==================== design 1
Design 1, met2 routing:
Cells faint in the background.
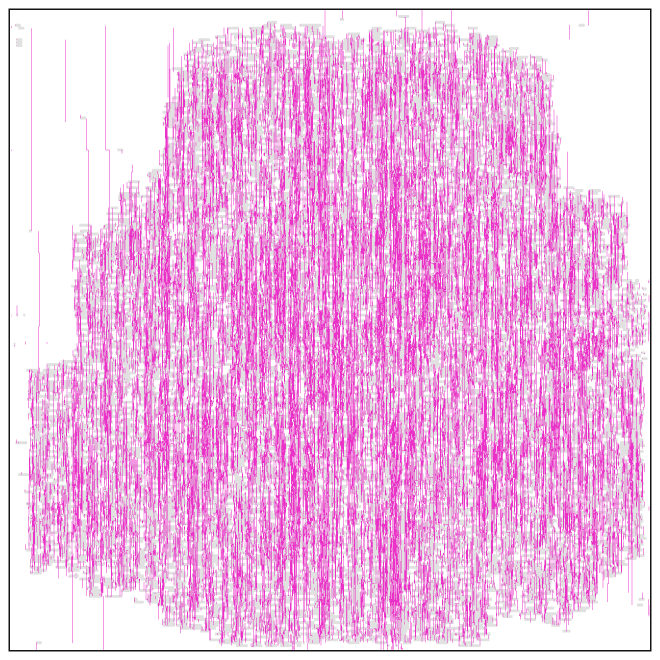

### config.mk
export PLATFORM = sky130hd
export DESIGN_NAME = stump_mem_responder
export DESIGN_NICKNAME = d
export VERILOG_FILES = /design/src/rtl/stump_mem_responder.sv
export SDC_FILE = /design/constraint.sdc
export NUM_CORES = 2
export LEC_CHECK = 0
export ABC_CLOCK_PERIOD_IN_PS = 7800
export CAP_MARGIN = 25
export CORE_MARGIN = 2
export CORE_UTILIZATION = 45
export CTS_CLUSTER_SIZE = 30
export DETAILED_ROUTE_END_ITERATION = 16
export PLACE_DENSITY = 0.6
export SKIP_LAST_GASP = 1
export SYNTH_ARGS = -nofsm -noshare
export SYNTH_HDL_FRONTEND = slang
export SYNTH_SLANG_ARGS = --single-unit
### constraint.sdc
create_clock -name clk -period 7.8 [get_ports clk]
set_input_delay 2.34 -clock clk [delete_from_list [all_inputs] [get_ports clk]]
set_output_delay 2.34 -clock clk [all_outputs]
set_load 0.005 [all_outputs]
### src/rtl/stump_mem_responder.sv
// Stump bus memory responder: word RAM plus a memory-mapped peripheral page
// (LEDs, synchronised switches, compare timer, sticky W1C status flags).
module stump_mem_responder #(
  parameter int          RAM_AW  = 8,
  parameter logic [15:0] IO_BASE = 16'hFF00
) (
  input  logic        clk,
  input  logic        rst,
  input  logic [15:0] address,
  input  logic [15:0] data_out,
  input  logic        mem_ren,
  input  logic        mem_wen,
  output logic [15:0] data_in,
  input  logic [7:0]  switches,
  output logic [7:0]  leds,
  output logic        timer_flag,
  output logic        bus_err
);
  localparam int RAM_WORDS = 1 << RAM_AW;

  logic [15:0] ram [RAM_WORDS];
  logic [15:0] cnt, cnt_nxt, cmp, rd_word;
  logic        en, auto_rl;
  logic [1:0]  status, st_set, st_clr;
  logic [7:0]  sw_meta, sw_sync, offset;
  logic        ram_hit, io_hit, mapped, match;
  logic        wr_led, wr_cmp, wr_ctrl, wr_stat;

  // RAM decode takes precedence so a large RAM_AW cannot alias the IO page
  assign ram_hit = 32'(address) < RAM_WORDS;
  assign io_hit  = !ram_hit && (address[15:8] == IO_BASE[15:8]);
  assign mapped  = ram_hit || io_hit;
  assign offset  = address[7:0];

  assign wr_led  = mem_wen && io_hit && (offset == 8'h00);
  assign wr_cmp  = mem_wen && io_hit && (offset == 8'h03);
  assign wr_ctrl = mem_wen && io_hit && (offset == 8'h04);
  assign wr_stat = mem_wen && io_hit && (offset == 8'h05);

  assign match  = en && (cnt == cmp);
  assign st_set = {((mem_ren || mem_wen) && !mapped) || (mem_ren && mem_wen), match};
  assign st_clr = wr_stat ? data_out[1:0] : 2'b00;

  always_comb begin
    cnt_nxt = cnt;
    if (wr_cmp)
      cnt_nxt = 16'h0000;
    else if (wr_ctrl && !data_out[0])
      cnt_nxt = cnt;  // disabling freezes the count on the writing edge
    else if (en)
      cnt_nxt = (auto_rl && match) ? 16'h0000 : cnt + 16'h0001;
  end

  always_ff @(posedge clk) begin
    if (rst) begin
      leds    <= 8'h00;
      cnt     <= 16'h0000;
      cmp     <= 16'h0000;
      en      <= 1'b0;
      auto_rl <= 1'b0;
      status  <= 2'b00;
      sw_meta <= 8'h00;
      sw_sync <= 8'h00;
    end else begin
      if (wr_led)  leds <= data_out[7:0];
      if (wr_cmp)  cmp  <= data_out;
      if (wr_ctrl) {auto_rl, en} <= data_out[1:0];
      cnt     <= cnt_nxt;
      status  <= (status & ~st_clr) | st_set;  // hardware set beats W1C
      sw_meta <= switches;
      sw_sync <= sw_meta;
    end
  end

  always_ff @(posedge clk) begin
    if (!rst && mem_wen && ram_hit)
      ram[address[RAM_AW-1:0]] <= data_out;
  end

  always_comb begin
    rd_word = 16'h0000;
    if (ram_hit)
      rd_word = ram[address[RAM_AW-1:0]];
    else if (io_hit) begin
      case (offset)
        8'h00:   rd_word = {8'h00, leds};
        8'h01:   rd_word = {8'h00, sw_sync};
        8'h02:   rd_word = cnt;
        8'h03:   rd_word = cmp;
        8'h04:   rd_word = {14'h0000, auto_rl, en};
        8'h05:   rd_word = {14'h0000, status};
        default: rd_word = 16'h0000;
      endcase
    end
  end

  assign data_in    = (mem_ren && !mem_wen) ? rd_word : 16'h0000;
  assign timer_flag = status[0];
  assign bus_err    = status[1];
endmodule

==================== design 2
**config.mk**
```make
export PLATFORM = sky130hd
export DESIGN_NAME = lockpick_player
export DESIGN_NICKNAME = d
export VERILOG_FILES = /design/src/rtl/lockpick_pkg.sv /design/src/rtl/lockpick_resp_checker.sv /design/src/rtl/lockpick_player.sv
export SDC_FILE = /design/constraint.sdc
export NUM_CORES = 1
export LEC_CHECK = 0
export CAP_MARGIN = 25
export CORE_MARGIN = 2
export CORE_UTILIZATION = 45
export CTS_CLUSTER_SIZE = 40
export DETAILED_ROUTE_END_ITERATION = 10
export PLACE_DENSITY = 0.67
export SETUP_SLACK_MARGIN = 0.4
export SLEW_MARGIN = 20
export SYNTH_ARGS = -nofsm -noshare
export SYNTH_HDL_FRONTEND = slang
export SYNTH_HIERARCHICAL = 1
export SYNTH_SLANG_ARGS = --single-unit
```
**constraint.sdc**
```tcl
create_clock -name clk -period 3.5 [get_ports clk]
set_input_delay 0.7 -clock clk [delete_from_list [all_inputs] [get_ports clk]]
set_output_delay 0.7 -clock clk [all_outputs]
set_load 0.05 [all_outputs]
```
**src/rtl/lockpick_pkg.sv**
```systemverilog
// Shared types and constants for the lockpick initiator: result codes, FSM
// states, the expected result-message bytes and the game status encodings.
package lockpick_pkg;

  typedef enum logic [2:0] {
    RES_NONE   = 3'd0,
    RES_WIN    = 3'd1,
    RES_ERROR  = 3'd2,
    RES_LOCKED = 3'd3,
    RES_PROTO  = 3'd4
  } result_t;

  typedef enum logic [2:0] {
    S_IDLE      = 3'd0,
    S_START     = 3'd1,
    S_SEND_A    = 3'd2,
    S_SEND_B    = 3'd3,
    S_WAIT_RESP = 3'd4,
    S_RECV      = 3'd5,
    S_FINISH    = 3'd6
  } player_state_t;

  localparam logic [7:0] MSG_WIN_LO  = 8'hCE;
  localparam logic [7:0] MSG_WIN_HI  = 8'hFA;
  localparam logic [7:0] MSG_LOCK_LO = 8'hAD;
  localparam logic [7:0] MSG_LOCK_HI = 8'hDE;
  localparam logic [7:0] MSG_ERR_LO  = 8'hD0;
  localparam logic [7:0] MSG_ERR_HI  = 8'hBA;

  localparam logic [1:0] ST_ERR  = 2'b01;
  localparam logic [1:0] ST_WIN  = 2'b10;
  localparam logic [1:0] ST_LOCK = 2'b11;

  // True when the game's own status code contradicts the decoded message.
  function automatic logic status_disagrees(input result_t res, input logic [1:0] st);
    case (res)
      RES_WIN:    return st != ST_WIN;
      RES_ERROR:  return st != ST_ERR;
      RES_LOCKED: return st != ST_LOCK;
      default:    return 1'b0;
    endcase
  endfunction

endpackage

```
**src/rtl/lockpick_resp_checker.sv**
```systemverilog
// Classifies the 32-byte game result stream by tracking, per message type,
// whether every byte so far has matched its even/odd pattern.
module lockpick_resp_checker
  import lockpick_pkg::*;
(
  input  logic       clk,
  input  logic       rst,
  input  logic       byte_valid,
  input  logic [4:0] byte_idx,
  input  logic [7:0] byte_data,
  output result_t    verdict
);

  logic odd_s;
  logic win_s, lock_s, err_s;
  logic win_run_s, lock_run_s, err_run_s;
  logic win_ok_r, lock_ok_r, err_ok_r;
  logic first_s;

  assign odd_s   = byte_idx[0];
  assign first_s = (byte_idx == 5'd0);
  assign win_s   = (byte_data == (odd_s ? MSG_WIN_HI  : MSG_WIN_LO));
  assign lock_s  = (byte_data == (odd_s ? MSG_LOCK_HI : MSG_LOCK_LO));
  assign err_s   = (byte_data == (odd_s ? MSG_ERR_HI  : MSG_ERR_LO));

  // Byte 0 restarts the running flags, so no explicit clear is needed.
  assign win_run_s  = win_s  & (first_s | win_ok_r);
  assign lock_run_s = lock_s & (first_s | lock_ok_r);
  assign err_run_s  = err_s  & (first_s | err_ok_r);

  // Running "still matches" flags, advanced on every accepted byte.
  always_ff @(posedge clk or negedge rst) begin
    if (!rst) begin
      win_ok_r  <= 1'b0;
      lock_ok_r <= 1'b0;
      err_ok_r  <= 1'b0;
    end else if (byte_valid) begin
      win_ok_r  <= win_run_s;
      lock_ok_r <= lock_run_s;
      err_ok_r  <= err_run_s;
    end
  end

  // Verdict including the current byte; meaningful when byte 31 is presented.
  always_comb begin
    verdict = RES_PROTO;
    if (win_run_s) begin
      verdict = RES_WIN;
    end else if (lock_run_s) begin
      verdict = RES_LOCKED;
    end else if (err_run_s) begin
      verdict = RES_ERROR;
    end else begin
      verdict = RES_PROTO;
    end
  end

endmodule

```
**src/rtl/lockpick_player.sv**
```systemverilog
// Initiator for the lockpick game: streams key A then key B, captures the
// result message and reports the outcome, tracking session continuity.
module lockpick_player
  import lockpick_pkg::*;
#(
  parameter int GAP_CYCLES = 0,
  parameter int TIMEOUT    = 64
) (
  input  logic       clk,
  input  logic       rst,
  input  logic       load_valid,
  input  logic       load_sel,
  input  logic [4:0] load_addr,
  input  logic [7:0] load_data,
  input  logic       go,
  output logic       game_start,
  output logic       game_input_enable,
  output logic [7:0] game_input_data,
  input  logic       game_output_valid,
  input  logic [7:0] game_output_data,
  input  logic [1:0] game_status,
  output logic       busy,
  output logic       done,
  output logic [2:0] result,
  output logic       status_mismatch,
  output logic       in_session
);

  localparam int GW = (GAP_CYCLES > 0) ? $clog2(GAP_CYCLES + 1) : 1;
  localparam int TW = $clog2(TIMEOUT + 1);
  localparam logic [GW-1:0] GAP_LOAD = GW'(GAP_CYCLES);
  localparam logic [TW-1:0] TMO_LAST = TW'(TIMEOUT - 1);

  player_state_t state_r;
  logic [7:0]    key_a_r [32];
  logic [7:0]    key_b_r [32];
  logic [4:0]    byte_idx_r;
  logic [GW-1:0] gap_cnt_r;
  logic [TW-1:0] tmo_cnt_r;
  logic [4:0]    rx_idx_r;
  logic [1:0]    status_cap_r;

  logic [7:0]    first_a_s;
  logic [7:0]    cur_byte_s;
  logic          rx_valid_s;
  logic [4:0]    rx_idx_s;
  result_t       verdict_s;

  // Key buffers are writable only while idle and need no reset.
  always_ff @(posedge clk) begin
    if (load_valid && (state_r == S_IDLE)) begin
      if (load_sel) begin
        key_b_r[load_addr] <= load_data;
      end else begin
        key_a_r[load_addr] <= load_data;
      end
    end
  end

  // A load coinciding with go lands in the same edge, so forward it to byte 0.
  assign first_a_s  = (load_valid && !load_sel && (load_addr == 5'd0)) ? load_data : key_a_r[0];
  assign cur_byte_s = (state_r == S_SEND_B) ? key_b_r[byte_idx_r] : key_a_r[byte_idx_r];
  assign rx_valid_s = game_output_valid && ((state_r == S_WAIT_RESP) || (state_r == S_RECV));
  assign rx_idx_s   = (state_r == S_RECV) ? rx_idx_r : 5'd0;

  lockpick_resp_checker u_checker (
    .clk        (clk),
    .rst        (rst),
    .byte_valid (rx_valid_s),
    .byte_idx   (rx_idx_s),
    .byte_data  (game_output_data),
    .verdict    (verdict_s)
  );

  // Attempt sequencer with registered game-facing and status outputs.
  always_ff @(posedge clk or negedge rst) begin
    if (!rst) begin
      state_r           <= S_IDLE;
      game_start        <= 1'b0;
      game_input_enable <= 1'b0;
      game_input_data   <= 8'h00;
      busy              <= 1'b0;
      done              <= 1'b0;
      result            <= RES_NONE;
      status_mismatch   <= 1'b0;
      in_session        <= 1'b0;
      byte_idx_r        <= 5'd0;
      gap_cnt_r         <= '0;
      tmo_cnt_r         <= '0;
      rx_idx_r          <= 5'd0;
      status_cap_r      <= 2'b00;
    end else begin
      case (state_r)
        S_IDLE: begin
          done              <= 1'b0;
          game_start        <= 1'b0;
          game_input_enable <= 1'b0;
          game_input_data   <= 8'h00;
          if (go) begin
            busy <= 1'b1;
            if (in_session) begin
              game_input_enable <= 1'b1;
              game_input_data   <= first_a_s;
              byte_idx_r        <= 5'd1;
              gap_cnt_r         <= GAP_LOAD;
              state_r           <= S_SEND_A;
            end else begin
              game_start <= 1'b1;
              state_r    <= S_START;
            end
          end
        end
        S_START: begin
          game_start        <= 1'b0;
          game_input_enable <= 1'b1;
          game_input_data   <= key_a_r[0];
          byte_idx_r        <= 5'd1;
          gap_cnt_r         <= GAP_LOAD;
          state_r           <= S_SEND_A;
        end
        S_SEND_A, S_SEND_B: begin
          if (gap_cnt_r != '0) begin
            gap_cnt_r         <= gap_cnt_r - GW'(1);
            game_input_enable <= 1'b0;
            game_input_data   <= 8'h00;
          end else begin
            game_input_enable <= 1'b1;
            game_input_data   <= cur_byte_s;
            gap_cnt_r         <= GAP_LOAD;
            byte_idx_r        <= byte_idx_r + 5'd1;
            if (byte_idx_r == 5'd31) begin
              if (state_r == S_SEND_A) begin
                state_r <= S_SEND_B;
              end else begin
                tmo_cnt_r <= '0;
                state_r   <= S_WAIT_RESP;
              end
            end
          end
        end
        S_WAIT_RESP: begin
          game_input_enable <= 1'b0;
          game_input_data   <= 8'h00;
          if (game_output_valid) begin
            status_cap_r <= game_status;
            rx_idx_r     <= 5'd1;
            state_r      <= S_RECV;
          end else if (tmo_cnt_r == TMO_LAST) begin
            done            <= 1'b1;
            result          <= RES_PROTO;
            status_mismatch <= 1'b0;
            in_session      <= 1'b0;
            state_r         <= S_FINISH;
          end else begin
            tmo_cnt_r <= tmo_cnt_r + TW'(1);
          end
        end
        S_RECV: begin
          if (!game_output_valid) begin
            done            <= 1'b1;
            result          <= RES_PROTO;
            status_mismatch <= 1'b0;
            in_session      <= 1'b0;
            state_r         <= S_FINISH;
          end else if (rx_idx_r == 5'd31) begin
            done            <= 1'b1;
            result          <= verdict_s;
            status_mismatch <= status_disagrees(verdict_s, status_cap_r);
            in_session      <= (verdict_s == RES_ERROR);
            state_r         <= S_FINISH;
          end else begin
            rx_idx_r <= rx_idx_r + 5'd1;
          end
        end
        S_FINISH: begin
          done    <= 1'b0;
          busy    <= 1'b0;
          state_r <= S_IDLE;
        end
        default: begin
          game_start        <= 1'b0;
          game_input_enable <= 1'b0;
          game_input_data   <= 8'h00;
          done              <= 1'b0;
          busy              <= 1'b0;
          state_r           <= S_IDLE;
        end
      endcase
    end
  end

endmodule
```

==> screenshots <==
Met3 routing.
picture 1
Bar = 200 um. Cells faint in the background.
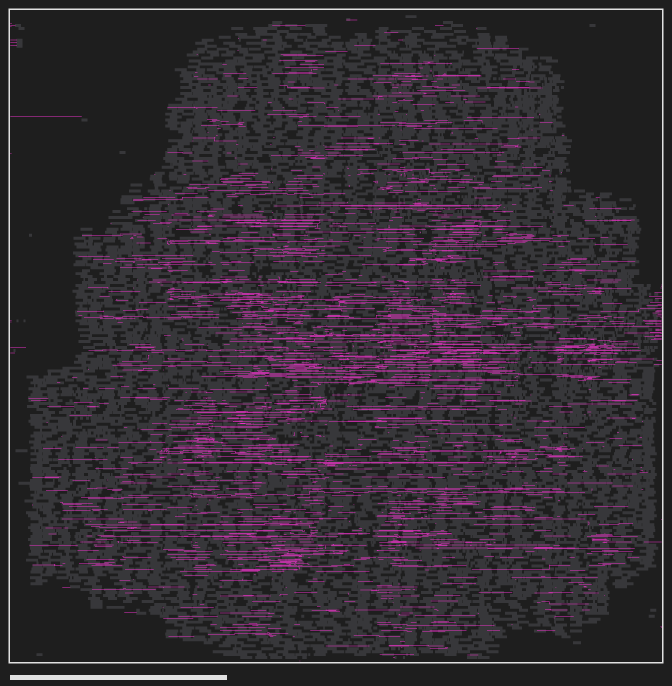
picture 2
Bar = 50 um. Cells faint in the background.
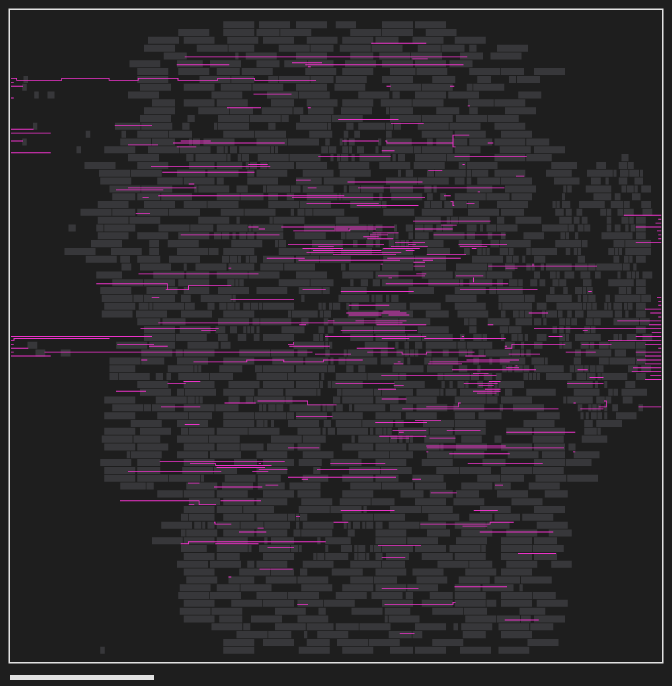
Design 2 is picture 2.
Design 1 is picture 1.

Design 1, routing congestion:
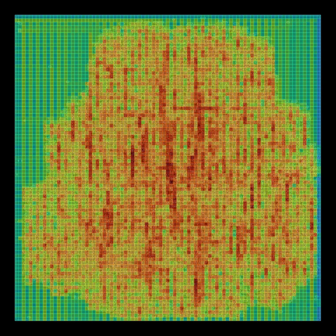
met3 track utilization from global routing: 4.63%
met2 Resource Use GR: 39.2%
most utilized layer in the global route result: met2
routed length per instance: 32.8 um

Notes on 'met2 routing' of design 1 above:
7,942 nets have wire on it. The layer carries 217 mm of wire.
total wirelength of the detailed-routed design: 456 mm
total via count after detailed routing: 84,400

==> notes.md, design 1 <==
run results: final setup fails 9, run status finished, violations left, length of the first detailed-routing pass in iterations 7, # hold bufs at CTS 0, Cell Count, Final, Fillers Out 13,900, DRT met1 WL approximately 180 mm, clock buffer instance count of the final layout 531, Clock Skew 0.0396 ns, setup slack after layout -0.138 ns, vias in the first global route between 80,000 and 90,000, Avg Cell Area, Syn 21.3 sq um, via density per instance 6.06, sequential-cell power consumption 24,500 uW, slowest stage cell, crit path nor4_4, Crit path depth 15, violations in the final reports setup timing, dominant synthesized flop cell edfxtp_1
==> design 1: cell usage in the layout (no fill, tap or decap), types with 19 or more instances in the layout <==
cell             synthesis  routed
a211oi_1                39      38
a21oi_1                 92      87
a22oi_1                169     147
a22oi_2                  0      22
a32oi_1                 20      19
buf_12                   3     148
buf_16                   0      26
buf_4                   67     985
buf_6                   49      56
buf_8                    2      25
bufinv_16                0      43
clkbuf_1               185      94
clkbuf_16                0     436
clkdlybuf4s50_1          0      29
clkinv_1                 0      89
clkinv_2                 0      83
dfxtp_1                 60      60
edfxtp_1              4096    4096
mux2_2                  22      22
mux2i_1                511     500
mux4_2                 855     855
nand2_1                192     179
nand3_1                 52      47
nand4_1                 47      47
nor2_1                 365     336
nor2_2                   1      26
nor2b_1                 46      44
nor3_1                  42      28
o211ai_1                32      32
o21ai_0                 49      44
o22ai_1                155     148
xnor2_1                 22      22
==> design 1: flip-flops by register name, summed over array words and instances (netlist names) <==
name / cells
ram: 4096
cmp: 16
cnt: 16
leds: 8
sw_meta: 8
sw_sync: 8
status: 2
auto_rl: 1
en: 1
Design 2, metal layers overlaid:
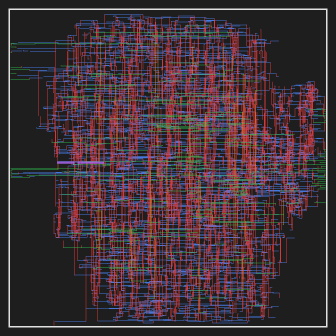
metal 2: in red, wire length 25.0 mm. metal 3: in green, wire length 4,000 um. metal 5: in purple, wire length 28.5 um. metal 4: in orange, wire length 1,370 um. metal 1: in blue, wire length 21.9 mm.

==> notes.md, design 2 <==
run results: arrival time reported for the critical path endpoint 3.38 ns, clock latency of the later-clocked register in the worst-skew pair approximately 0.61 ns, global-route wire length before repair 78.1 mm, area fraction of the dominant cell type after synthesis slightly below 70%, Mapped Area roughly 22,000 sq um, Final ANT Viol Nets 0, run status completed, synthesis-to-finish area growth 16.9%, Synth Warn # 6, count of boundary I/O pins 46, non-clock buffer instance count of the final layout roughly 170, worst-case clock buffer depth 3, max-cap violation count 0, worst-case reg-to-reg path depth 7, most instantiated logic cell after routing edfxtp_1, number of unique standard cell types used by synthesis 68, synthesized-area fraction occupied by xor and xnor cells 0.274%, area taken by flip-flops and latches 16,400 sq um, overflow left after global routing 0, diode count 0
[design 2: metal layers]
metal  routed length, um  share of wire (%)  vias to the layer above  track usage [%]
met3                4000                7.6                       84             3.95
li1                    -                  -                     5086                -
met5                  28              0.054                        -                0
met2               25000                 48                      492             33.2
met4                1370                2.6                        4             6.81
met1               21900                 42                     6208             29.8
[design 2: registers in the layout, summed over array words and instances, names as in the netlist, 3 cells and up]
name / count
key_b_r: 256
rx_idx_r: 5
key_a_r: 256
game_input_data: 8
byte_idx_r: 5
state_r: 3
result: 3
tmo_cnt_r: 7
[design 2: report_power, final]
group,leakage (uW),switching [uW],internal (uW)
clock network,0.000864,2430,3380
logic,0.00262,2380,2270
registers,0.00512,453,7350
total,0.00860,5270,13000
[design 2: metrics by stage]
step	util (%)	hold slack, ns	cell area, sq um	setup slack, ns	power (uW)
after floorplan	-	0.404	22300	0.550	10900
after global placement	49.6	0.464	24300	0.337	12600
after detailed placement	49.7	0.470	24300	0.321	12600
after CTS	53.3	0.258	26100	0.595	18400
after global routing	53.3	0.0531	26100	0.503	18900
final	53.3	0.0278	26100	0.584	18300

==================== design 3
Design 3, routing congestion:
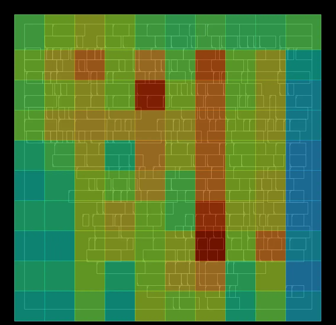

===== src/rtl/serial_deserializer.sv =====
// Oversampling serial receiver: frames start/data/stop bits at DIV clocks per bit and
// presents each accepted word on data_out with a one-cycle done strobe. Define
// DESER_PARITY_EN to add an even-parity bit after the data bits.
module serial_deserializer #(
    parameter int WORD_W = 16,
    parameter int DIV    = 100
) (
    input  logic              clock,
    input  logic              reset,
    input  logic              enable,
    input  logic              serial_in,
    output logic [WORD_W-1:0] data_out,
    output logic              done,
    output logic              busy,
    output logic              frame_err,
    output logic              parity_err
);

    localparam int DIV_W = (DIV > 1) ? $clog2(DIV) : 1;
    localparam int BIT_W = $clog2(WORD_W + 2);
    localparam logic [DIV_W-1:0] DIV_LAST = DIV_W'(DIV - 1);
    localparam logic [DIV_W-1:0] DIV_HALF = DIV_W'(DIV / 2 - 1);
    localparam logic [BIT_W-1:0] BIT_LAST = BIT_W'(WORD_W - 1);

    typedef enum logic [2:0] {
        ST_IDLE   = 3'd0,
        ST_START  = 3'd1,
        ST_DATA   = 3'd2,
`ifdef DESER_PARITY_EN
        ST_PARITY = 3'd3,
`endif
        ST_STOP   = 3'd4,
        ST_FIN    = 3'd5
    } state_t;

`ifdef DESER_PARITY_EN
    function automatic logic even_parity(input logic [WORD_W-1:0] word);
        even_parity = ^word;
    endfunction
`endif

    state_t              state_r;
    state_t              state_nx_s;
    logic                sync1_r;
    logic                rx_r;
    logic [DIV_W-1:0]    div_cnt_r;
    logic [BIT_W-1:0]    bit_cnt_r;
    logic [WORD_W-1:0]   shift_r;
    logic                stop_r;
    logic                par_mis_s;
    logic                div_last_s;
    logic                div_half_s;
    logic                bit_last_s;

    logic [WORD_W-1:0]   data_r;
    logic [WORD_W-1:0]   data_nx_s;
    logic                done_r;
    logic                done_s;
    logic                busy_r;
    logic                busy_s;
    logic                frame_err_r;
    logic                frame_err_s;
    logic                parity_err_s;

    assign div_last_s = (div_cnt_r == DIV_LAST);
    assign div_half_s = (div_cnt_r == DIV_HALF);
    assign bit_last_s = (bit_cnt_r == BIT_LAST);

    // Two-flop synchronizer for the asynchronous line; resets to the idle level.
    always_ff @(posedge clock) begin
        if (reset) begin
            sync1_r <= 1'b1;
            rx_r    <= 1'b1;
        end else begin
            sync1_r <= serial_in;
            rx_r    <= sync1_r;
        end
    end

    // FSM state register.
    always_ff @(posedge clock) begin
        if (reset) begin
            state_r <= ST_IDLE;
        end else begin
            state_r <= state_nx_s;
        end
    end

    // FSM next-state logic; dropping enable forces IDLE from any state.
    always_comb begin
        state_nx_s = state_r;
        if (!enable) begin
            state_nx_s = ST_IDLE;
        end else begin
            case (state_r)
                ST_IDLE: begin
                    if (!rx_r) begin
                        state_nx_s = ST_START;
                    end else begin
                        state_nx_s = ST_IDLE;
                    end
                end
                ST_START: begin
                    if (div_half_s) begin
                        state_nx_s = rx_r ? ST_IDLE : ST_DATA;
                    end else begin
                        state_nx_s = ST_START;
                    end
                end
                ST_DATA: begin
                    if (div_last_s && bit_last_s) begin
`ifdef DESER_PARITY_EN
                        state_nx_s = ST_PARITY;
`else
                        state_nx_s = ST_STOP;
`endif
                    end else begin
                        state_nx_s = ST_DATA;
                    end
                end
`ifdef DESER_PARITY_EN
                ST_PARITY: begin
                    if (div_last_s) begin
                        state_nx_s = ST_STOP;
                    end else begin
                        state_nx_s = ST_PARITY;
                    end
                end
`endif
                ST_STOP: begin
                    if (div_last_s) begin
                        state_nx_s = ST_FIN;
                    end else begin
                        state_nx_s = ST_STOP;
                    end
                end
                ST_FIN: begin
                    state_nx_s = ST_IDLE;
                end
                default: begin
                    state_nx_s = ST_IDLE;
                end
            endcase
        end
    end

    // Bit-timing counters, shift register and captured stop/parity samples.
    always_ff @(posedge clock) begin
        if (reset) begin
            div_cnt_r <= '0;
            bit_cnt_r <= '0;
            shift_r   <= '0;
            stop_r    <= 1'b0;
        end else if (!enable) begin
            div_cnt_r <= '0;
            bit_cnt_r <= '0;
        end else begin
            case (state_r)
                ST_START: begin
                    bit_cnt_r <= '0;
                    if (div_half_s) begin
                        div_cnt_r <= '0;
                    end else begin
                        div_cnt_r <= div_cnt_r + DIV_W'(1);
                    end
                end
                ST_DATA: begin
                    if (div_last_s) begin
                        div_cnt_r <= '0;
                        shift_r   <= {rx_r, shift_r[WORD_W-1:1]};
                        bit_cnt_r <= bit_cnt_r + BIT_W'(1);
                    end else begin
                        div_cnt_r <= div_cnt_r + DIV_W'(1);
                    end
                end
`ifdef DESER_PARITY_EN
                ST_PARITY: begin
                    if (div_last_s) begin
                        div_cnt_r <= '0;
                    end else begin
                        div_cnt_r <= div_cnt_r + DIV_W'(1);
                    end
                end
`endif
                ST_STOP: begin
                    if (div_last_s) begin
                        div_cnt_r <= '0;
                        stop_r    <= rx_r;
                    end else begin
                        div_cnt_r <= div_cnt_r + DIV_W'(1);
                    end
                end
                default: begin
                    div_cnt_r <= '0;
                    bit_cnt_r <= '0;
                end
            endcase
        end
    end

`ifdef DESER_PARITY_EN
    logic par_mis_r;
    logic parity_err_r;

    // Parity mismatch flag, sampled once per frame in the PARITY bit period.
    always_ff @(posedge clock) begin
        if (reset) begin
            par_mis_r <= 1'b0;
        end else if (enable && (state_r == ST_PARITY) && div_last_s) begin
            par_mis_r <= rx_r ^ even_parity(shift_r);
        end else if (state_r == ST_IDLE) begin
            par_mis_r <= 1'b0;
        end else begin
            par_mis_r <= par_mis_r;
        end
    end

    // Registered parity error strobe.
    always_ff @(posedge clock) begin
        if (reset) begin
            parity_err_r <= 1'b0;
        end else begin
            parity_err_r <= parity_err_s;
        end
    end

    assign par_mis_s  = par_mis_r;
    assign parity_err = parity_err_r;
`else
    assign par_mis_s  = 1'b0;
    assign parity_err = 1'b0;
`endif

    // FSM output logic: one frame outcome per FIN cycle, stop-bit error takes priority.
    always_comb begin
        done_s       = 1'b0;
        frame_err_s  = 1'b0;
        parity_err_s = 1'b0;
        data_nx_s    = data_r;
        busy_s       = (state_nx_s != ST_IDLE);
        if (enable && (state_r == ST_FIN)) begin
            if (!stop_r) begin
                frame_err_s = 1'b1;
            end else if (par_mis_s) begin
                parity_err_s = 1'b1;
            end else begin
                done_s    = 1'b1;
                data_nx_s = shift_r;
            end
        end else begin
            data_nx_s = data_r;
        end
    end

    // Output registers.
    always_ff @(posedge clock) begin
        if (reset) begin
            data_r      <= '0;
            done_r      <= 1'b0;
            busy_r      <= 1'b0;
            frame_err_r <= 1'b0;
        end else begin
            data_r      <= data_nx_s;
            done_r      <= done_s;
            busy_r      <= busy_s;
            frame_err_r <= frame_err_s;
        end
    end

    assign data_out  = data_r;
    assign done      = done_r;
    assign busy      = busy_r;
    assign frame_err = frame_err_r;

endmodule


===== config.mk =====
export PLATFORM = sky130hd
export DESIGN_NAME = serial_deserializer
export DESIGN_NICKNAME = d
export VERILOG_FILES = /design/src/rtl/serial_deserializer.sv
export SDC_FILE = /design/constraint.sdc
export NUM_CORES = 1
export LEC_CHECK = 0
export CORE_MARGIN = 2
export CORE_UTILIZATION = 50
export DETAILED_ROUTE_END_ITERATION = 16
export GPL_TIMING_DRIVEN = 0
export PLACE_DENSITY = 0.75
export SETUP_SLACK_MARGIN = 0.02
export SYNTH_ARGS = -nofsm -noshare
export SYNTH_HDL_FRONTEND = slang
export SYNTH_SLANG_ARGS = --single-unit

===== constraint.sdc =====
create_clock -name clock -period 1.7 [get_ports clock]
set_input_delay 0.34 -clock clock [delete_from_list [all_inputs] [get_ports clock]]
set_output_delay 0.34 -clock clock [all_outputs]
set_load 0.02 [all_outputs]

==================== design 4
### config.mk
export PLATFORM = sky130hd
export DESIGN_NAME = memory_access_stage
export DESIGN_NICKNAME = d
export VERILOG_FILES = /design/src/rtl/memory_access_stage.sv
export SDC_FILE = /design/constraint.sdc
export NUM_CORES = 1
export LEC_CHECK = 0
export CAP_MARGIN = 10
export CORE_AREA = 2 2 140 142
export CTS_CLUSTER_DIAMETER = 150
export DETAILED_ROUTE_END_ITERATION = 6
export DIE_AREA = 0 0 142 144
export DONT_BUFFER_PORTS = 1
export PLACE_DENSITY_LB_ADDON = 0.2
export SKIP_LAST_GASP = 1
export SLEW_MARGIN = 30
export SYNTH_ARGS = -nofsm -noshare
export SYNTH_HDL_FRONTEND = slang
export SYNTH_SLANG_ARGS = --single-unit
### constraint.sdc
create_clock -name clk -period 3.2 [get_ports clk]
set_clock_uncertainty 0.15 [all_clocks]
set_input_delay 0.64 -clock clk [delete_from_list [all_inputs] [get_ports clk]]
set_output_delay 0.64 -clock clk [all_outputs]
set_load 0.1 [all_outputs]
### src/rtl/memory_access_stage.sv
// RV32I MEM stage: dcache handshake, store alignment,
// load extraction and the MEM/WB pipeline register.
package rv32i_types;
  typedef logic [31:0] rv32i_word;

  localparam logic [6:0] op_lui   = 7'b0110111;
  localparam logic [6:0] op_auipc = 7'b0010111;
  localparam logic [6:0] op_jal   = 7'b1101111;
  localparam logic [6:0] op_jalr  = 7'b1100111;
  localparam logic [6:0] op_br    = 7'b1100011;
  localparam logic [6:0] op_load  = 7'b0000011;
  localparam logic [6:0] op_store = 7'b0100011;
  localparam logic [6:0] op_imm   = 7'b0010011;
  localparam logic [6:0] op_reg   = 7'b0110011;
  localparam logic [6:0] op_csr   = 7'b1110011;

  typedef struct packed {
    logic [6:0] opcode;
    logic       load_regfile;
    logic [4:0] rd;
  } rv32i_control_word;
endpackage

module memory_access_stage
  import rv32i_types::*;
(
  input  logic              clk,
  input  logic              rst,
  input  rv32i_control_word ctrl_word_in,
  input  logic [31:0]       instruction_in,
  input  logic [31:0]       PC_in,
  input  logic [31:0]       alu_in,
  input  logic [31:0]       rs2_in,
  input  logic              br_en_in,
  input  logic [3:0]        mbe_in,
  input  logic              IF_stall,
  output logic              data_read,
  output logic              data_write,
  output logic [31:0]       data_addr,
  output logic [31:0]       data_wdata,
  output logic [3:0]        data_mbe,
  input  logic [31:0]       data_rdata,
  input  logic              data_resp,
  output logic              MA_stall,
  output rv32i_control_word ctrl_word_out,
  output logic [31:0]       instruction_out,
  output logic [31:0]       PC_out,
  output logic              br_en_out,
  output logic [31:0]       mem_wb_data
);

  typedef enum logic [1:0] {
    IDLE,
    BUSY,
    DONE
  } state_t;

  state_t            r_state;
  state_t            w_next;
  logic              w_mem_op;
  logic              w_is_ld;
  logic              w_done;
  logic              w_wb_en;
  logic [2:0]        w_funct3;
  logic [4:0]        w_shamt;
  rv32i_word         w_sh;
  rv32i_word         w_ld_data;
  rv32i_word         w_ld_sel;
  rv32i_word         w_wb_data;
  rv32i_word         r_ld_hold;
  rv32i_control_word r_ctrl;
  rv32i_word         r_instr;
  rv32i_word         r_pc;
  logic              r_br_en;
  rv32i_word         r_wb_data;

  assign w_is_ld  = (ctrl_word_in.opcode == op_load);
  assign w_mem_op = w_is_ld ||
                    (ctrl_word_in.opcode == op_store);
  assign w_funct3 = instruction_in[14:12];
  assign w_shamt  = {alu_in[1:0], 3'b000};

  assign data_addr  = {alu_in[31:2], 2'b00};
  assign data_wdata = rs2_in << w_shamt;
  assign data_mbe   = mbe_in;

  assign w_sh = data_rdata >> w_shamt;

  // Extend the selected byte/half/word of the read data by funct3
  always_comb begin
    w_ld_data = w_sh;
    case (w_funct3)
      3'b000:  w_ld_data = {{24{w_sh[7]}}, w_sh[7:0]};
      3'b100:  w_ld_data = {24'b0, w_sh[7:0]};
      3'b001:  w_ld_data = {{16{w_sh[15]}}, w_sh[15:0]};
      3'b101:  w_ld_data = {16'b0, w_sh[15:0]};
      default: w_ld_data = w_sh;
    endcase
  end

  // Next state, cache request and stall; reset kills the request
  always_comb begin
    w_next     = r_state;
    data_read  = 1'b0;
    data_write = 1'b0;
    MA_stall   = 1'b0;
    w_done     = 1'b0;
    unique case (r_state)
      IDLE: begin
        if (w_mem_op) begin
          data_read  = w_is_ld;
          data_write = !w_is_ld;
          if (data_resp) begin
            w_done = 1'b1;
          end else begin
            MA_stall = 1'b1;
            w_next   = BUSY;
          end
        end
      end
      BUSY: begin
        data_read  = w_is_ld;
        data_write = w_mem_op && !w_is_ld;
        if (data_resp) w_done = 1'b1;
        else           MA_stall = 1'b1;
      end
      DONE: begin
        if (!IF_stall) w_next = IDLE;
      end
      default: w_next = IDLE;
    endcase
    if (w_done) w_next = IF_stall ? DONE : IDLE;
    if (rst) begin
      data_read  = 1'b0;
      data_write = 1'b0;
      MA_stall   = 1'b0;
      w_next     = IDLE;
    end
  end

  // Once in DONE the cache data is gone, so loads use the held copy
  assign w_ld_sel  = (r_state == DONE) ? r_ld_hold : w_ld_data;
  assign w_wb_data = w_is_ld ? w_ld_sel : alu_in;
  assign w_wb_en   = !MA_stall && !IF_stall;

  // FSM state register
  always_ff @(posedge clk) begin
    if (rst) r_state <= IDLE;
    else     r_state <= w_next;
  end

  // Capture load data when completion coincides with an IF stall
  always_ff @(posedge clk) begin
    if (rst)                      r_ld_hold <= '0;
    else if (w_done && IF_stall)  r_ld_hold <= w_ld_data;
  end

  // MEM/WB pipeline register
  always_ff @(posedge clk) begin
    if (rst) begin
      r_ctrl    <= '0;
      r_instr   <= '0;
      r_pc      <= '0;
      r_br_en   <= 1'b0;
      r_wb_data <= '0;
    end else if (w_wb_en) begin
      r_ctrl    <= ctrl_word_in;
      r_instr   <= instruction_in;
      r_pc      <= PC_in;
      r_br_en   <= br_en_in;
      r_wb_data <= w_wb_data;
    end
  end

  assign ctrl_word_out   = r_ctrl;
  assign instruction_out = r_instr;
  assign PC_out          = r_pc;
  assign br_en_out       = r_br_en;
  assign mem_wb_data     = r_wb_data;

endmodule

Design 3, met2 routing:
Cells faint in the background.
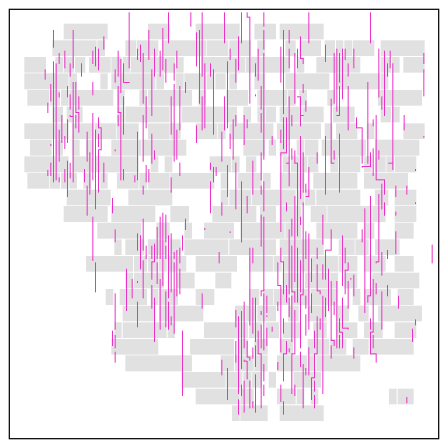
The longest straight run is 19.7 um. The layer holds 44% of the routed length. 232 nets have wire on it.

Design 3, metal layers overlaid:
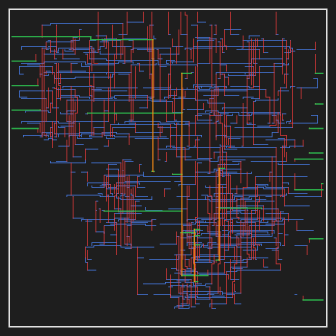
metal 4: in orange, wire length 106 um. metal 3: in green, wire length 153 um. metal 2: in red, wire length 1,720 um. metal 1: in blue, wire length 1,950 um.

## Picture notes: 'routing congestion' of design 3
final core occ: 61.9%
met2 Resource Use GR: 27.2%

==> notes.md, design 3 <==
run results: flops & latches, synth around 53, CP dominant cell by count buf_4, area taken by flip-flops and latches 1060 sq um, Final ANT Viol Nets 0, slowest stage cell, crit path or4b_1, synthesis-to-finish area growth 21.5%, number of OpenROAD warnings 28, worst hold slack across all endpoints 0.432 ns, max-cap violation count 0, run status completed, clock tree root driver cell clkbuf_8, VDD IR max approximately 0.00054 V, area fraction of the dominant cell type after synthesis 48.5%, Sw Share 21.0%, final setup fails 0, proportion of synthesized flip-flops having asynchronous set or reset 0%, f_max roughly 0.6 GHz, adder-cell area share of the yosys netlist 2.29%, DRC 0
## design 3: worst max-delay path, delay by kind of cell (launching register included)
family          cells  cell delay (ns)
flops               1             0.31
compound gates      2             0.28
simple gates        2             0.64
buf+inv             2             0.35
## design 3: per-layer routing
layer / vias up / GRT usage, % / share of wire [%]
li1: 857 / - / -
met1: 789 / 21.1 / 50
met2: 29 / 27.2 / 44
met3: 11 / 4.76 / 3.9
met4: 0 / 9.19 / 2.7
met5: - / 0 / 0
## design 3: power groups by stage
stage | registers (uW) | logic, uW | clock network, uW
after floorplan | 1270 | 28.9 | 0
after global placement | 1270 | 48.5 | 0
after detailed placement | 1270 | 48.6 | 0
after CTS | 1250 | 50.2 | 881
after global routing | 1250 | 54.7 | 934
final | 1250 | 50.4 | 861
## design 3: registers in the layout, summed over array words and instances, names as in the netlist
register,count
shift_r,16
data_out,16
busy,1
done,1
sync1_r,1
frame_err,1
stop_r,1
div_cnt_r,7
state_r,3
bit_cnt_r,5
rx_r,1
Design 4, routing congestion:
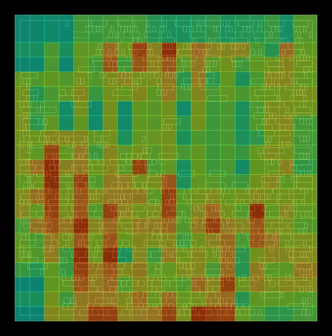
final core occ: 41.1%
Total Routing Usage GR: 20.3%
met2 Resource Use GR: 33.6%
most utilized layer in the global route result: met2
met1 usage in global routing: 24.8%

Design 4, metal layers overlaid:
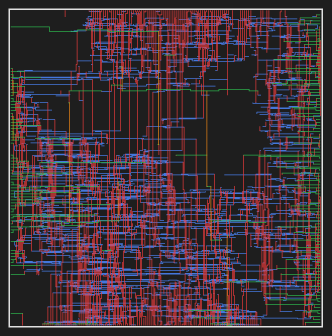
metal 2: in red, wire length 10,400 um. metal 1: in blue, wire length 9,110 um. metal 4: in orange, wire length 289 um. metal 3: in green, wire length 1,800 um.
total via count after detailed routing: 5,997
total wirelength of the detailed-routed design: 21.6 mm
routed length per instance: 19.8 um

==> notes.md, design 4 <==
run results: Final HPWL DP 15.4 mm, initial antenna violation count 1, crit path capture type output pin, yosys-reported design area after synthesis between 7000 and 8000 sq um, internal power 3170 uW, # clock sinks 144, number of unique standard cell types used by synthesis 48, ys cells 894, length of the first detailed-routing pass in iterations 4, synthesized-area fraction occupied by xor and xnor cells 0%, end of the worst hold path instruction_out[9], type of the worst setup path primary input to output pin, critical path buffer and inverter count 3, overflow left after global routing 0, detailed route wirelength on metal2 10.4 mm, run status completed, initial drt markers 294, power share of the clock group 37.2%, instance count after placement with tap cells included 1,060, VDD IR max approximately 0.00037 V, cells along the critical path clkinv_1, nor2_2, buf_4, nand2_1, o21ai_2, buf_4
[design 4: layout by cell type (no fill, tap or decap), types with 7 or more instances in the layout]
master,instances
o21ai_4,7
nor2b_1,12
a211o_1,7
a211oi_1,23
mux2i_1,19
o211ai_1,9
mux4_2,7
o31ai_1,7
a221oi_1,7
and2_1,9
a21oi_1,119
a21oi_4,9
nand3b_1,7
o221ai_1,17
mux2_2,16
nand3_1,8
nand2_1,239
o21ai_0,25
nor2_1,56
clkbuf_16,17
nor2_2,9
buf_4,28
dfxtp_1,143
[design 4: metrics by stage]
| step | worst slack (ns) | util [%] | hold slack (ns) |
|---|---|---|---|
| after floorplan | -0.400 | - | 0.287 |
| after global placement | 0.592 | 38.0 | 0.290 |
| after detailed placement | 0.562 | 38.1 | 0.294 |
| after CTS | 0.576 | 41.1 | 0.110 |
| after global routing | 0.466 | 41.1 | 0.109 |
| final | 0.590 | 41.1 | 0.139 |
[design 4: cell type report]
cell class                 instances  area, sq um  area share (%)
multi-input combinational        644         3790            48.3
sequential                       144         2880            36.8
clock buffer                      17          425            5.42
tap                              238          298            3.80
timing repair buffer              32          290            3.70
clock inverter                    14          149            1.90
inverter                           2         7.51          0.0957
antenna                            1         2.50          0.0319

==================== design 5
Design 5, routing congestion:
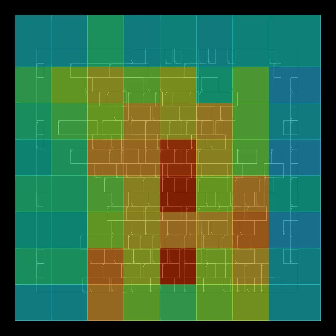
--- src/rtl/cpu_pkg.sv ---
// Shared definitions for the pipeline hazard controller: mult/div FSM states
// and the default mult/div latency.
package cpu_pkg;

  typedef enum logic {
    IDLE    = 1'b0,
    MD_BUSY = 1'b1
  } md_state_e;

  localparam int MD_LATENCY_DEFAULT = 32;

endpackage

--- src/rtl/md_busy_timer.sv ---
// Mult/div busy timer: an accepted issue loads LATENCY-1 into a down-counter;
// the unit reads busy for exactly LATENCY cycles, starting the cycle after issue.
module md_busy_timer
  import cpu_pkg::*;
#(
  parameter int LATENCY = MD_LATENCY_DEFAULT
) (
  input  logic      clk,
  input  logic      reset,
  input  logic      issue_i,
  output md_state_e state_o
);

  localparam logic [7:0] LOAD_VAL = 8'(LATENCY - 1);

  md_state_e  state_q, state_d;
  logic [7:0] md_cnt_q, md_cnt_d;

  always_ff @(posedge clk) begin
    if (!reset) begin
      state_q  <= IDLE;
      md_cnt_q <= 8'd0;
    end else begin
      state_q  <= state_d;
      md_cnt_q <= md_cnt_d;
    end
  end

  // The counter stops at zero; leaving MD_BUSY takes one more cycle.
  always_comb begin
    state_d  = state_q;
    md_cnt_d = md_cnt_q;
    case (state_q)
      IDLE: begin
        if (issue_i) begin
          state_d  = MD_BUSY;
          md_cnt_d = LOAD_VAL;
        end
      end
      MD_BUSY: begin
        if (md_cnt_q == 8'd0) begin
          state_d = IDLE;
        end else begin
          md_cnt_d = md_cnt_q - 8'd1;
        end
      end
      default: state_d = IDLE;
    endcase
  end

  assign state_o = state_q;

endmodule

--- src/rtl/hazard_ctrl.sv ---
// Pipeline hazard controller: load-use, branch/jump flush and mult/div busy stalls.
// Optional saturating stall/flush counters are enabled by HAZARD_PERF_CNT_EN.
module hazard_ctrl
  import cpu_pkg::*;
#(
  parameter int MD_LATENCY = MD_LATENCY_DEFAULT,
  parameter int CNT_W      = 16
) (
  input  logic             clk,
  input  logic             reset,
  input  logic [4:0]       ID_Rs,
  input  logic [4:0]       ID_Rt,
  input  logic             ID_UsesRt,
  input  logic             ID_Jump,
  input  logic             ID_MdIssue,
  input  logic             ID_ReadsHiLo,
  input  logic             EX_MemRead,
  input  logic [4:0]       EX_Rt,
  input  logic             EX_BranchTaken,
  output logic             PC_Wr,
  output logic             IF_ID_Wr,
  output logic             IF_ID_stall,
  output logic             IF_ID_clear,
  output logic             ID_EX_clear,
  output logic             md_busy,
  output logic [CNT_W-1:0] stall_cnt,
  output logic [CNT_W-1:0] flush_cnt
);

  md_state_e md_state;
  logic      lu;
  logic      mdh;
  logic      md_issue_ok;

  md_busy_timer #(
    .LATENCY(MD_LATENCY)
  ) u_md_busy_timer (
    .clk     (clk),
    .reset   (reset),
    .issue_i (md_issue_ok),
    .state_o (md_state)
  );

  // Reset aborts a busy period immediately, not just at the next edge.
  assign md_busy = reset && (md_state == MD_BUSY);

  assign lu  = EX_MemRead && (EX_Rt != 5'd0) &&
               ((EX_Rt == ID_Rs) || (ID_UsesRt && (EX_Rt == ID_Rt)));
  assign mdh = md_busy && (ID_MdIssue || ID_ReadsHiLo);

  always_comb begin
    PC_Wr       = 1'b1;
    IF_ID_stall = 1'b1;
    IF_ID_clear = 1'b1;
    ID_EX_clear = 1'b1;
    md_issue_ok = 1'b0;
    if (!reset) begin
      PC_Wr       = 1'b0;
      IF_ID_clear = 1'b0;
      ID_EX_clear = 1'b0;
    end else if (EX_BranchTaken) begin
      IF_ID_clear = 1'b0;
      ID_EX_clear = 1'b0;
    end else if (mdh || lu) begin
      PC_Wr       = 1'b0;
      IF_ID_stall = 1'b0;
      ID_EX_clear = 1'b0;
    end else begin
      if (ID_Jump) begin
        IF_ID_clear = 1'b0;
      end
      md_issue_ok = ID_MdIssue;
    end
  end

  assign IF_ID_Wr = PC_Wr;

`ifdef HAZARD_PERF_CNT_EN
  logic [CNT_W-1:0] stall_cnt_q, stall_cnt_d;
  logic [CNT_W-1:0] flush_cnt_q, flush_cnt_d;

  always_comb begin
    stall_cnt_d = stall_cnt_q;
    flush_cnt_d = flush_cnt_q;
    if (!PC_Wr && (stall_cnt_q != {CNT_W{1'b1}})) begin
      stall_cnt_d = stall_cnt_q + CNT_W'(1);
    end
    if (!IF_ID_clear && (flush_cnt_q != {CNT_W{1'b1}})) begin
      flush_cnt_d = flush_cnt_q + CNT_W'(1);
    end
  end

  always_ff @(posedge clk) begin
    if (!reset) begin
      stall_cnt_q <= '0;
      flush_cnt_q <= '0;
    end else begin
      stall_cnt_q <= stall_cnt_d;
      flush_cnt_q <= flush_cnt_d;
    end
  end

  assign stall_cnt = stall_cnt_q;
  assign flush_cnt = flush_cnt_q;
`else
  assign stall_cnt = '0;
  assign flush_cnt = '0;
`endif

endmodule

--- config.mk ---
export PLATFORM = sky130hd
export DESIGN_NAME = hazard_ctrl
export DESIGN_NICKNAME = d
export VERILOG_FILES = /design/src/rtl/cpu_pkg.sv /design/src/rtl/md_busy_timer.sv /design/src/rtl/hazard_ctrl.sv
export SDC_FILE = /design/constraint.sdc
export NUM_CORES = 1
export LEC_CHECK = 0
export ABC_CLOCK_PERIOD_IN_PS = 4400
export CORE_MARGIN = 4
export CORE_UTILIZATION = 40
export DETAILED_ROUTE_END_ITERATION = 10
export PLACE_DENSITY = 0.88
export SETUP_SLACK_MARGIN = 0.05
export SYNTH_ARGS = -nofsm -noshare
export SYNTH_HDL_FRONTEND = slang
export SYNTH_HIERARCHICAL = 1
export SYNTH_SLANG_ARGS = --single-unit
--- constraint.sdc ---
create_clock -name clk -period 4.4 [get_ports clk]
set_input_delay 1.32 -clock clk [delete_from_list [all_inputs] [get_ports clk]]
set_output_delay 1.32 -clock clk [all_outputs]
set_load 0.01 [all_outputs]
==> notes.md <==
run results: run status completed, area of the core 2300 sq um, Final ANT Viol Nets 0, Clock Skew 0.00762 ns, Max Used Layer met4, met3 track utilization from global routing 3.79%, horizontal die dimension 58.2 um, flops & latches, synth 9, proportion of synthesized flip-flops having asynchronous set or reset 0%, share of power burned in registers 35.4%, adder-cell area share of the yosys netlist 2.49%, power share of the clock group 24.6%, clock latency of the later-clocked register in the worst-skew pair around 0.27 ns, most instantiated logic cell after routing conb_1, max FFs per register 8, Final Max Slew Viols 0
Notes on 'routing congestion' of design 5 above:
routed length per instance: 13.1 um
met1 usage in global routing: 14.9%

-- layout make-up --
cell class / count / area (sq um) / share of cell area [%]
Clock buffer: 4 / 26.3 / 2.08
Inverter: 6 / 22.5 / 1.78
Tap cell: 28 / 35.0 / 2.77
Timing Repair Buffer: 34 / 313 / 24.8
Sequential cell: 9 / 180 / 14.3
Multi-Input combinational cell: 107 / 687 / 54.4
-- metrics by stage --
step	utilization [%]	total power, uW	setup slack [ns]	TNS, ns	hold WS, ns
global route	55.0	286	0.0802	0	0.579
global placement	53.4	198	-0.217	-0.910	0.514
floorplan	-	180	0.620	0	0.494
CTS	54.5	268	0.0583	0	0.546
detailed placement	53.4	203	-0.255	-1.07	0.537
finish	55.0	269	0.141	0	0.543
-- how the worst max path moves through the flow --
| stage | startpoint | endpoint | slack (ns) |
|---|---|---|---|
| global route | EX_Rt[4] | IF_ID_clear | 0.08 |
| floorplan | EX_Rt[1] | PC_Wr | 0.62 |
| detailed placement | EX_Rt[2] | PC_Wr | -0.26 |
| global placement | EX_Rt[2] | IF_ID_Wr | -0.22 |
| CTS | EX_Rt[1] | PC_Wr | 0.06 |
| finish | EX_Rt[3] | IF_ID_clear | 0.14 |


==> gallery <==
Met3 routing.
image #1
Bar = 50 um. Cells faint in the background.
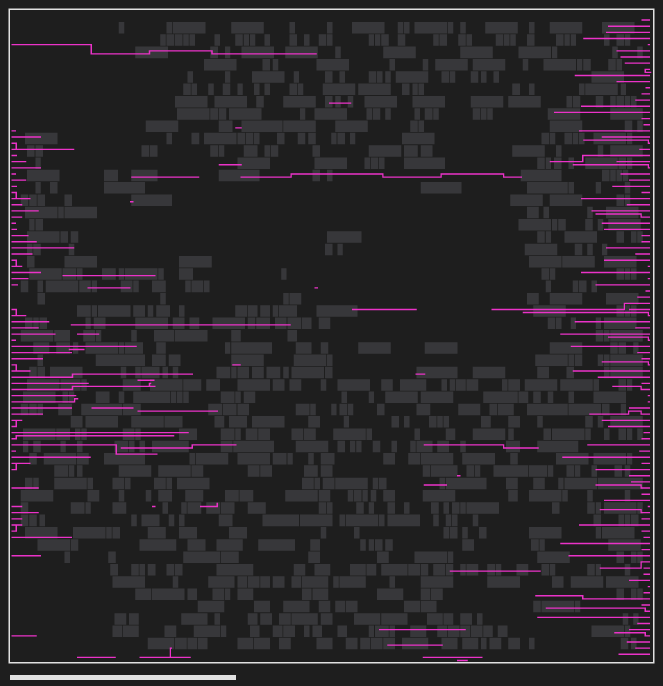
image #2
Bar = 20 um. Cells faint in the background.
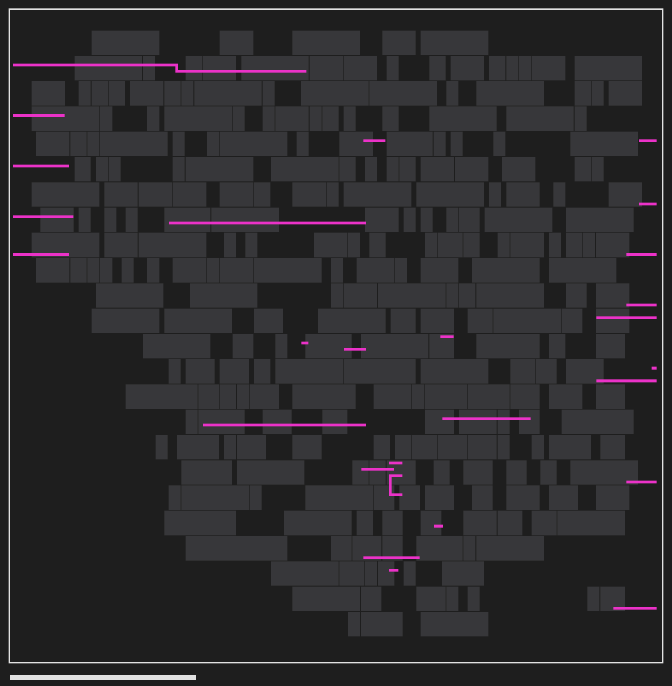
image #3
Bar = 20 um. Cells faint in the background.
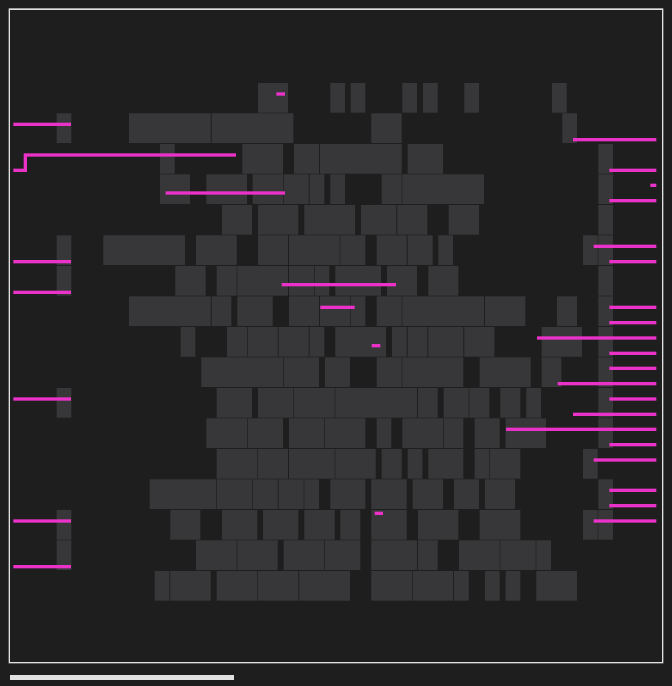
| picture | from |
|---|---|
| image #1 | design 4 |
| image #3 | design 5 |
| image #2 | design 3 |
Of these, smallest die: image #3
Of these, largest die: image #1

Power is estimated from default activity; no workload was simulated.
